######## decode_operand_stage ########
**config.mk**
```make
export PLATFORM = sky130hd
export DESIGN_NAME = decode_operand_stage
export DESIGN_NICKNAME = d
export VERILOG_FILES = /design/src/rtl/mips_pkg.sv /design/src/rtl/operand_bypass_mux.sv /design/src/rtl/decode_operand_stage.sv
export SDC_FILE = /design/constraint.sdc
export NUM_CORES = 1
export LEC_CHECK = 0
export CAP_MARGIN = 0
export CORE_ASPECT_RATIO = 0.9
export CORE_MARGIN = 2
export CORE_UTILIZATION = 25
export CTS_CLUSTER_DIAMETER = 200
export CTS_CLUSTER_SIZE = 30
export DETAILED_ROUTE_END_ITERATION = 10
export MAX_ROUTING_LAYER = met4
export REMOVE_ABC_BUFFERS = 1
export SETUP_SLACK_MARGIN = 0.1
export SYNTH_ARGS = -nofsm -noshare
export SYNTH_HDL_FRONTEND = slang
export SYNTH_SLANG_ARGS = --single-unit
```
**constraint.sdc**
```tcl
create_clock -name Clk -period 2.9 [get_ports Clk]
set_input_delay 0.29 -clock Clk [delete_from_list [all_inputs] [get_ports Clk]]
set_output_delay 0.29 -clock Clk [all_outputs]
set_load 0.02 [all_outputs]
```
**src/rtl/mips_pkg.sv**
```systemverilog
// ============================================================================
// mips_pkg : shared widths, opcodes and instruction field positions
// Rev 1.0
// ============================================================================
`default_nettype none

package mips_pkg;

   localparam int DATA_W = 32;
   localparam int ADDR_W = 5;

   localparam logic [5:0] OP_RTYPE = 6'h00;
   localparam logic [5:0] OP_ANDI  = 6'h0C;
   localparam logic [5:0] OP_ORI   = 6'h0D;
   localparam logic [5:0] OP_XORI  = 6'h0E;

   localparam int OP_LSB  = 26;
   localparam int RS_LSB  = 21;
   localparam int RT_LSB  = 16;
   localparam int RD_LSB  = 11;
   localparam int IMM_LSB = 0;
   localparam int IMM_W   = 16;
   localparam int FN_LSB  = 0;

   // Logical-immediate ops take a zero-extended immediate.
   function automatic logic imm_is_logical(input logic [5:0] op);
      return (op == OP_ANDI) || (op == OP_ORI) || (op == OP_XORI);
   endfunction

endpackage

`default_nettype wire

```
**src/rtl/operand_bypass_mux.sv**
```systemverilog
// ============================================================================
// operand_bypass_mux : R0 zero-check plus write-back match select, one per port
// Rev 1.0
// ============================================================================
`default_nettype none

module operand_bypass_mux #(
   parameter int DATA_W    = 32,
   parameter int ADDR_W    = 5,
   parameter bit BYPASS_EN = 1'b1
) (
   input  logic [ADDR_W-1:0] i_addr,
   input  logic [DATA_W-1:0] i_rdata,
   input  logic [ADDR_W-1:0] i_wb_awr,
   input  logic [DATA_W-1:0] i_wb_din,
   input  logic              i_wb_wren,
   output logic [DATA_W-1:0] o_operand,
   output logic              o_wb_hit
);

   logic w_addr_zero;

   assign w_addr_zero = (i_addr == '0);
   assign o_wb_hit    = i_wb_wren && (i_wb_awr == i_addr) && !w_addr_zero;

   always_comb begin
      o_operand = i_rdata;
      if (w_addr_zero)
         o_operand = '0;
      else if (BYPASS_EN && o_wb_hit)
         o_operand = i_wb_din;
   end

endmodule

`default_nettype wire

```
**src/rtl/decode_operand_stage.sv**
```systemverilog
// ============================================================================
// decode_operand_stage : decode + reg_file read + one-entry ID/EX register.
// Build option: OPERAND_BYPASS_EN (same-cycle WB bypass; else stall on hazard)
// Rev 1.0
// ============================================================================
`default_nettype none

module decode_operand_stage
   import mips_pkg::*;
#(
   parameter int DATA_W = mips_pkg::DATA_W,
   parameter int ADDR_W = mips_pkg::ADDR_W
) (
   input  logic              Clk,
   input  logic              Rst,
   input  logic [31:0]       InInstr,
   input  logic              InValid,
   output logic              InReady,
   output logic [ADDR_W-1:0] Ard1,
   output logic [ADDR_W-1:0] Ard2,
   input  logic [DATA_W-1:0] Dout1,
   input  logic [DATA_W-1:0] Dout2,
   input  logic [ADDR_W-1:0] WbAwr,
   input  logic [DATA_W-1:0] WbDin,
   input  logic              WbWrEn,
   input  logic              Flush,
   output logic              ExValid,
   input  logic              ExReady,
   output logic [DATA_W-1:0] ExA,
   output logic [DATA_W-1:0] ExB,
   output logic [DATA_W-1:0] ExImm,
   output logic [ADDR_W-1:0] ExRd,
   output logic [5:0]        ExOpcode,
   output logic [5:0]        ExFunct
);

`ifdef OPERAND_BYPASS_EN
   localparam bit c_bypass = 1'b1;
`else
   localparam bit c_bypass = 1'b0;
`endif

   localparam logic [0:0] S_EMPTY = 1'b0;
   localparam logic [0:0] S_FULL  = 1'b1;

   logic [0:0]        r_state;
   logic [0:0]        w_state_nxt;
   logic [ADDR_W-1:0] r_rs;
   logic [ADDR_W-1:0] r_rt;
   logic [5:0]        w_op;
   logic [15:0]       w_imm16;
   logic [DATA_W-1:0] w_imm;
   logic [ADDR_W-1:0] w_rd;
   logic [DATA_W-1:0] w_opa;
   logic [DATA_W-1:0] w_opb;
   logic              w_hit1;
   logic              w_hit2;
   logic              w_hazard;
   logic              w_accept;
   logic              w_hold;
   logic              w_wb_live;
   logic              w_unused_shamt;

   assign Ard1           = InInstr[RS_LSB +: ADDR_W];
   assign Ard2           = InInstr[RT_LSB +: ADDR_W];
   assign w_op           = InInstr[OP_LSB +: 6];
   assign w_imm16        = InInstr[IMM_LSB +: IMM_W];
   assign w_unused_shamt = &{1'b0, InInstr[10:6]};

   assign w_imm = imm_is_logical(w_op) ? {{(DATA_W-IMM_W){1'b0}}, w_imm16}
                                       : {{(DATA_W-IMM_W){w_imm16[IMM_W-1]}}, w_imm16};
   assign w_rd  = (w_op == OP_RTYPE) ? InInstr[RD_LSB +: ADDR_W] : InInstr[RT_LSB +: ADDR_W];

   operand_bypass_mux #(.DATA_W(DATA_W), .ADDR_W(ADDR_W), .BYPASS_EN(c_bypass)) u_mux_a (
      .i_addr(Ard1), .i_rdata(Dout1), .i_wb_awr(WbAwr), .i_wb_din(WbDin),
      .i_wb_wren(WbWrEn), .o_operand(w_opa), .o_wb_hit(w_hit1)
   );

   operand_bypass_mux #(.DATA_W(DATA_W), .ADDR_W(ADDR_W), .BYPASS_EN(c_bypass)) u_mux_b (
      .i_addr(Ard2), .i_rdata(Dout2), .i_wb_awr(WbAwr), .i_wb_din(WbDin),
      .i_wb_wren(WbWrEn), .o_operand(w_opb), .o_wb_hit(w_hit2)
   );

   // Without bypass, hold off the read until the conflicting write has committed.
   assign w_hazard  = !c_bypass && InValid && (w_hit1 || w_hit2);
   assign InReady   = (!ExValid || ExReady) && !w_hazard;
   assign w_accept  = InValid && InReady && !Flush;
   assign w_hold    = (r_state == S_FULL) && !ExReady;
   assign w_wb_live = WbWrEn && (WbAwr != '0);

   always_ff @(posedge Clk) begin
      if (Rst)
         r_state <= S_EMPTY;
      else
         r_state <= w_state_nxt;
   end

   always_comb begin
      w_state_nxt = r_state;
      if (Flush)
         w_state_nxt = S_EMPTY;
      else if (w_accept)
         w_state_nxt = S_FULL;
      else if ((r_state == S_FULL) && ExReady)
         w_state_nxt = S_EMPTY;
   end

   always_comb begin
      ExValid = (r_state == S_FULL);
   end

   always_ff @(posedge Clk) begin
      if (Rst) begin
         ExA      <= '0;
         ExB      <= '0;
         ExImm    <= '0;
         ExRd     <= '0;
         ExOpcode <= '0;
         ExFunct  <= '0;
         r_rs     <= '0;
         r_rt     <= '0;
      end else if (w_accept) begin
         ExA      <= w_opa;
         ExB      <= w_opb;
         ExImm    <= w_imm;
         ExRd     <= w_rd;
         ExOpcode <= w_op;
         ExFunct  <= InInstr[FN_LSB +: 6];
         r_rs     <= Ard1;
         r_rt     <= Ard2;
      end else if (w_hold) begin
         // Keep stalled operands coherent with the register file.
         if (w_wb_live && (WbAwr == r_rs))
            ExA <= WbDin;
         if (w_wb_live && (WbAwr == r_rt))
            ExB <= WbDin;
      end
   end

endmodule

`default_nettype wire

```
decode_operand_stage, register map, names as in the netlist:
Scale bar: 50 um.
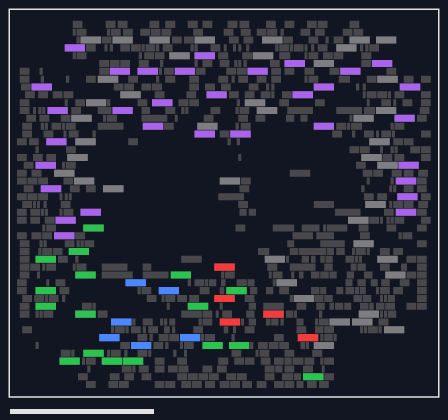
purple -> ExB  # sequential cells 32
green -> ExImm  # sequential cells 17
blue -> ExOpcode  # sequential cells 6
red -> ExRd  # sequential cells 5, where south

==> results.tsv <==
stage	metric	value	unit
detailed_routing	Routed Antenna Nets	0	
power_and_ir_drop	overall power consumption	3590	uW
logic_synthesis	Seq/Total Area, Yosys	43.8	%
layout	number of standard cells in the final layout excluding fillers	983	
clock_tree	insertion delay at the late pin of the worst-skew pair	0.35	ns
logic_synthesis	Yosys cell types	32	
detailed_routing	Avg Vias per Cell	4.56	
logic_synthesis	cell types with the largest area share after synthesis	sky130_fd_sc_hd__dfxtp_1, sky130_fd_sc_hd__a221o_1, sky130_fd_sc_hd__nand2_1	
detailed_routing	uppermost layer routed	met4	
clock_tree	clock transition at the register clock pins on the worst setup and hold paths after CTS	0.07	ns
global_routing	first-pass GRT wire length	24400	um
power_and_ir_drop	Static Leakage	0.00293	uW
logic_synthesis	area fraction in full adders, half adders and majority gates	0	%
power_and_ir_drop	Pwr Density	463	mW/mm^2
detailed_routing	count of unresolved DRC violations after routing	0	
floorplan	Row Count	47	
outcome	result of the run	complete, no violations	
logic_synthesis	count of mapped cells out of synthesis	508	
detailed_routing	sum of met2 wire segment lengths after detailed routing	7400	um
layout	most common logic cell in the routed design	sky130_fd_sc_hd__clkdlybuf4s50_1	
layout	Design Area, Final	0.00776	mm^2
layout	largest registers ranked by flip-flop count	ExA (32), ExB (32), ExImm (17)	
logic_synthesis	cell types with the highest counts after synthesis	sky130_fd_sc_hd__nand2_1, sky130_fd_sc_hd__dfxtp_1, sky130_fd_sc_hd__nor2_1	
clock_tree	postcts setup bufs	0	
decode_operand_stage, wires at chosen ports, followed through buffers:
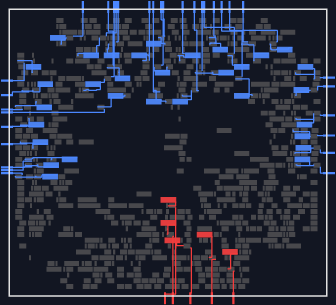
blue -> ExB  # direction output, end cells 32, wire 1060 um
red -> ExRd  # direction output, end cells 5, wire 171 um
IO Count: 264
IO Port Bufs: 263

worst paths after layout:
kind	from	to
max	WbAwr[3]	InReady
min	ExImm[8]	ExImm[8]
max reg2reg	ExValid	ExA[27]
min reg2reg	ExImm[8]	ExImm[8]
power by group:
part | internal, uW | switching, uW | total (uW)
sequential | 1490 | 44.6 | 1530
clock | 708 | 589 | 1300
combinational | 429 | 336 | 765
total | 2630 | 969 | 3590
final cells by class:
| class | instances | area (um^2) |
|---|---|---|
| Timing Repair Buffer | 287 | 2900 |
| Inverter | 2 | 8.76 |
| Fill cell | 1835 | 10600 |
| Sequential cell | 103 | 2060 |
| Tap cell | 245 | 307 |
| Clock buffer | 10 | 239 |
| Clock inverter | 6 | 73.8 |
| Multi-Input combinational cell | 330 | 2170 |
worst max-delay path, stage by stage:
cell	delay, ns
sky130_fd_sc_hd__clkdlybuf4s50_1	0.51
sky130_fd_sc_hd__xor2_1	0.18
sky130_fd_sc_hd__nor4_1	0.32
sky130_fd_sc_hd__a31o_2	0.24
sky130_fd_sc_hd__buf_4	0.22
sky130_fd_sc_hd__nor2_1	0.08
sky130_fd_sc_hd__clkdlybuf4s50_1	0.56

######## posit_encoder_pipe ########
posit_encoder_pipe, clock wiring as the flow saved it:
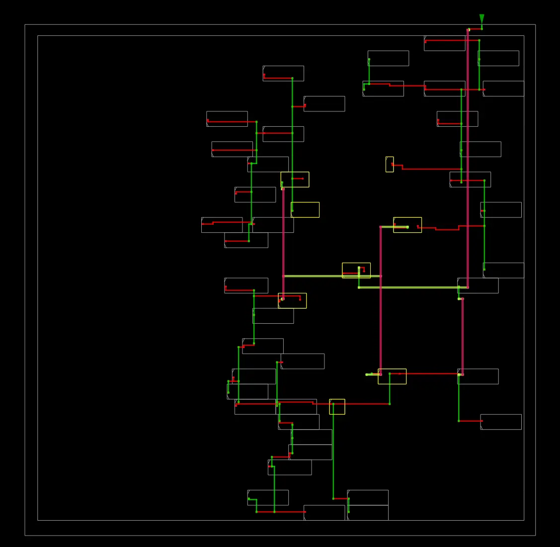
posit_encoder_pipe, register map, names as in the netlist:
Scale bar: 20 um.
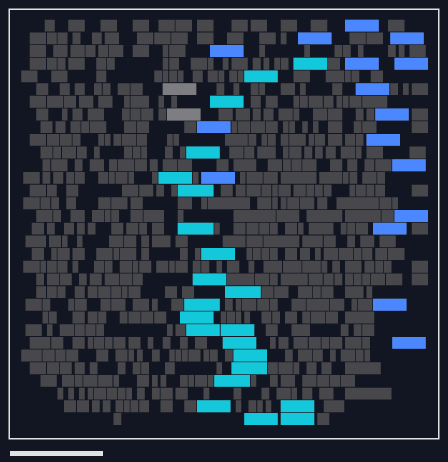
$ cat src/rtl/posit_encoder_pipe.sv
// Two-stage posit packer: regime/exp/frac assembly with guard/sticky extraction
// in S1, round-to-nearest-even, saturation and two's-complement sign in S2.
module posit_encoder_pipe #(
  parameter int unsigned N      = 16,
  parameter int unsigned ES     = 1,
  parameter int unsigned FRAC_W = 16,
  parameter int unsigned KW     = $clog2(N) + 2
) (
  input  logic              clk,
  input  logic              rst,
  input  logic              in_valid,
  output logic              in_ready,
  input  logic              in_sign,
  input  logic [KW-1:0]     in_k,
  input  logic [ES-1:0]     in_exp,
  input  logic [FRAC_W-1:0] in_frac,
  input  logic              in_is_zero,
  input  logic              in_is_nar,
  output logic              out_valid,
  input  logic              out_ready,
  output logic [N-1:0]      out_posit
);

  localparam int unsigned EF = ES + FRAC_W;
  // Room for the longest unsaturated regime plus exp/frac without losing bits.
  localparam int unsigned SW = N + EF + 2;
  localparam int unsigned BW = N - 1;

  localparam logic [N-1:0] MAXPOS = {1'b0, {(N-1){1'b1}}};
  localparam logic [N-1:0] MINPOS = {{(N-1){1'b0}}, 1'b1};
  localparam logic [N-1:0] NAR    = {1'b1, {(N-1){1'b0}}};

  typedef struct packed {
    logic          sign;
    logic          is_nar;
    logic          is_zero;
    logic          sat_max;
    logic          sat_min;
    logic [BW-1:0] body;
    logic          guard;
    logic          sticky;
  } s1_t;

  logic          k_neg;
  logic [KW-1:0] k_mag;
  logic [KW-1:0] shamt;
  logic [SW-1:0] base;
  logic [SW-1:0] shifted;
  s1_t           s1_d;
  s1_t           s1_q;
  logic          s1_valid_q;

  logic          up;
  logic [N-1:0]  mag_sum;
  logic [N-1:0]  mag;
  logic [N-1:0]  posit_d;
  logic [N-1:0]  posit_q;
  logic          s2_valid_q;

  logic          s2_load;
  logic          s1_adv;

  // Handshake: S2 loads when empty or drained; S1 advances when empty or S2 loads.
  always_comb begin
    s2_load = !s2_valid_q || out_ready;
    s1_adv  = !s1_valid_q || s2_load;
  end

  assign in_ready  = s1_adv;
  assign out_valid = s2_valid_q;
  assign out_posit = posit_q;

  // S1 assembly: an arithmetic shift of "10"/"01" + exp + frac produces the regime run.
  always_comb begin
    k_neg   = in_k[KW-1];
    // For k<0 the zero-run length minus one is -k-1 == ~k.
    k_mag   = k_neg ? ~in_k : in_k;
    shamt   = (k_mag > KW'(N - 2)) ? KW'(N - 2) : k_mag;
    base    = {(k_neg ? 2'b01 : 2'b10), in_exp, in_frac, {N{1'b0}}};
    shifted = $signed(base) >>> shamt;

    s1_d         = '0;
    s1_d.sign    = in_sign;
    s1_d.is_nar  = in_is_nar;
    s1_d.is_zero = in_is_zero;
    s1_d.sat_max = !k_neg && (k_mag > KW'(N - 2));
    s1_d.sat_min = k_neg && (k_mag > KW'(N - 3));
    s1_d.body    = shifted[SW-1 -: BW];
    s1_d.guard   = shifted[SW-N];
    s1_d.sticky  = |shifted[SW-N-1:0];
  end

  // S1 register: captures the assembled body/guard/sticky on each accepted beat.
  always_ff @(posedge clk) begin
    if (rst) begin
      s1_valid_q <= 1'b0;
      s1_q       <= '0;
    end else if (s1_adv) begin
      s1_valid_q <= in_valid;
      if (in_valid) begin
        s1_q <= s1_d;
      end
    end
  end

  // S2 rounding, saturation, sign and specials.
  always_comb begin
    up      = s1_q.guard & (s1_q.body[0] | s1_q.sticky);
    mag_sum = {1'b0, s1_q.body} + N'(up);
    mag     = mag_sum;
    if (mag_sum[N-1] || s1_q.sat_max) begin
      mag = MAXPOS;
    end else if ((mag_sum == '0) || s1_q.sat_min) begin
      mag = MINPOS;
    end
    posit_d = s1_q.sign ? (~mag + N'(1)) : mag;
    if (s1_q.is_nar) begin
      posit_d = NAR;
    end else if (s1_q.is_zero) begin
      posit_d = '0;
    end
  end

  // S2 register: output stage, holds while stalled by out_ready.
  always_ff @(posedge clk) begin
    if (rst) begin
      s2_valid_q <= 1'b0;
      posit_q    <= '0;
    end else if (s2_load) begin
      s2_valid_q <= s1_valid_q;
      if (s1_valid_q) begin
        posit_q <= posit_d;
      end
    end
  end

endmodule

$ cat config.mk
export PLATFORM = sky130hd
export DESIGN_NAME = posit_encoder_pipe
export DESIGN_NICKNAME = d
export VERILOG_FILES = /design/src/rtl/posit_encoder_pipe.sv
export SDC_FILE = /design/constraint.sdc
export NUM_CORES = 1
export LEC_CHECK = 0
export CAP_MARGIN = 25
export CORE_MARGIN = 2
export CORE_UTILIZATION = 52
export CTS_CLUSTER_DIAMETER = 200
export DETAILED_ROUTE_END_ITERATION = 8
export GPL_ROUTABILITY_DRIVEN = 0
export PLACE_DENSITY_LB_ADDON = 0.05
export RECOVER_POWER = 50
export SETUP_SLACK_MARGIN = 0.4
export SLEW_MARGIN = 40
export SYNTH_ARGS = -nofsm -noshare
export SYNTH_HDL_FRONTEND = slang
export SYNTH_SLANG_ARGS = --single-unit
$ cat constraint.sdc
create_clock -name clk -period 3.73 [get_ports clk]
set_input_delay 1.119 -clock clk [delete_from_list [all_inputs] [get_ports clk]]
set_output_delay 1.119 -clock clk [all_outputs]
set_load 0.02 [all_outputs]
==> results.tsv <==
stage	metric	value	unit
floorplan	Std-Cell Core Area	0.00761	mm^2
place	standard cell area after detailed placement	0.00468	mm^2
timing	Total Neg Setup Slack	0	ns
clock_tree	number of clock sinks	40	
detailed_routing	count of unresolved DRC violations after routing	0	
global_routing	fraction of met1 tracks used by global routing	33.4	%
min_path	worst hold path startpoint	out_posit[0]	
logic_synthesis	Avg Cell Area, Syn	6.95	um^2
timing	PnR worst setup slack	0.331	ns
clock_tree	count of instances resized after the clock tree is built	12	
floorplan	IO Count	48	
place	IO Port Bufs	47	
detailed_routing	detailed-route wire length	12500	um
outcome	result of the run	complete, no violations	
global_routing	met2 GRT Util	51.0	%
global_routing	met3 capacity usage during global routing	2.22	%
## Picture notes: 'clock wiring as the flow saved it' of posit_encoder_pipe
Post-Route Skew: 0.00799 ns
Clock Power: 311 uW

## Picture notes: 'register map, names as in the netlist' of posit_encoder_pipe
cyan -> s1_q  # sequential cells 22
blue -> out_posit  # sequential cells 16
not colored = 2
Flop+latch power: 502 uW
final core utilization: 66.3%
flip-flop and latch area: 808 um^2
register share of the cell area: 16.0%

## worst reg2reg max path, delay by kind of cell (launching register included)
kind	cells	cell delay [ns]
AND/OR/NAND/NOR	5	1.23
AND-OR/OR-AND	4	1.07
adder cells (fa/ha/maj)	1	0.17
flip-flops	1	0.54
multiplexers	1	0.27
## where the power goes
group / internal [uW] / switching, uW
Clock: 151 / 160
Combinational: 233 / 295
Sequential: 456 / 46.5
## logic make-up (layout without fill, tap and decap cells)
| group | after synthesis | count (layout) | synth area share, % |
|---|---|---|---|
| multiplexers | 16 | 16 | 4.12 |
| AND-OR/OR-AND | 196 | 196 | 33.3 |
| flip-flops | 40 | 40 | 20.0 |
| AND/OR/NAND/NOR | 242 | 242 | 31.3 |
| buffers and inverters | 59 | 111 | 6.00 |
| adder cells (fa/ha/maj) | 3 | 3 | 0.937 |
| XOR/XNOR | 20 | 20 | 4.37 |
## registers in the layout, indices dropped and copies added (netlist names)
register and cells:
out_valid 1, s1_q 22, out_posit 16, s1_valid_q 1
## metal layers
metal / wire length (um) / vias up
li1: - / 2279
met1: 4990 / 2219
met2: 6220 / 203
met3: 659 / 46
met4: 642 / 0
met5: 0 / -


==> screenshots <==
Drive-strength map.
(a)
Scale bar: 20 um.
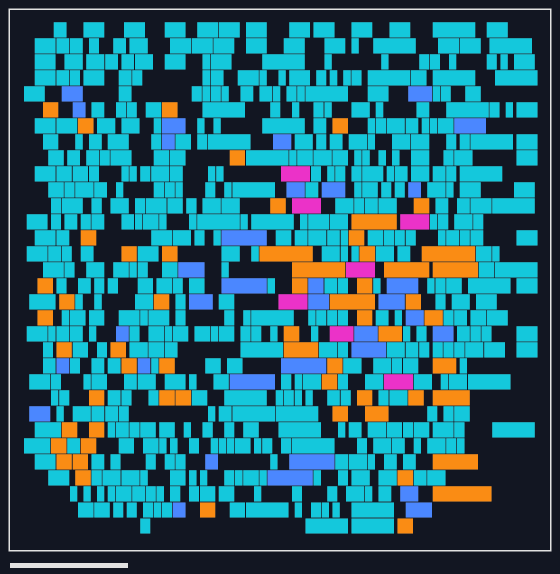
(b)
Scale bar: 50 um.
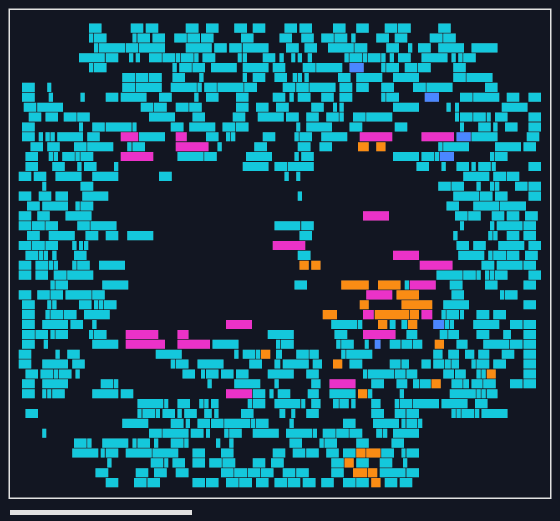
posit_encoder_pipe is (a).
decode_operand_stage is (b).
Of these, largest die: (b)
Of these, most cells: (b)

Key to (b):
magenta -> x6 and larger  # cells 22
cyan -> x1 and smaller  # cells 684
blue -> x2  # cells 6
orange -> x3 and x4  # cells 26


## Gallery

Signal wires by layer.
panel A
Scale bar: 50 um.
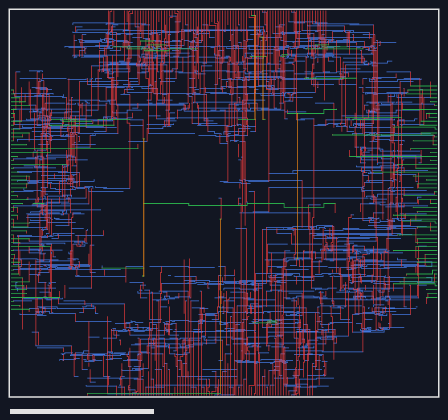
panel B
Scale bar: 20 um.
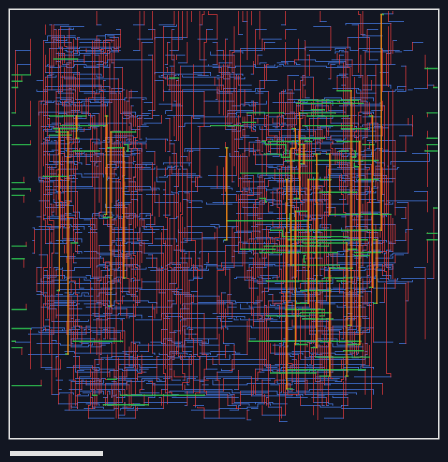
- decode_operand_stage = panel A
- posit_encoder_pipe = panel B
Of these, largest die: panel A

Key to panel B:
orange -> M4  # wire length 642 um
red -> M2  # wire length 6220 um
blue -> M1  # wire length 4990 um
green -> M3  # wire length 659 um

Power and IR drop assume default switching activity.
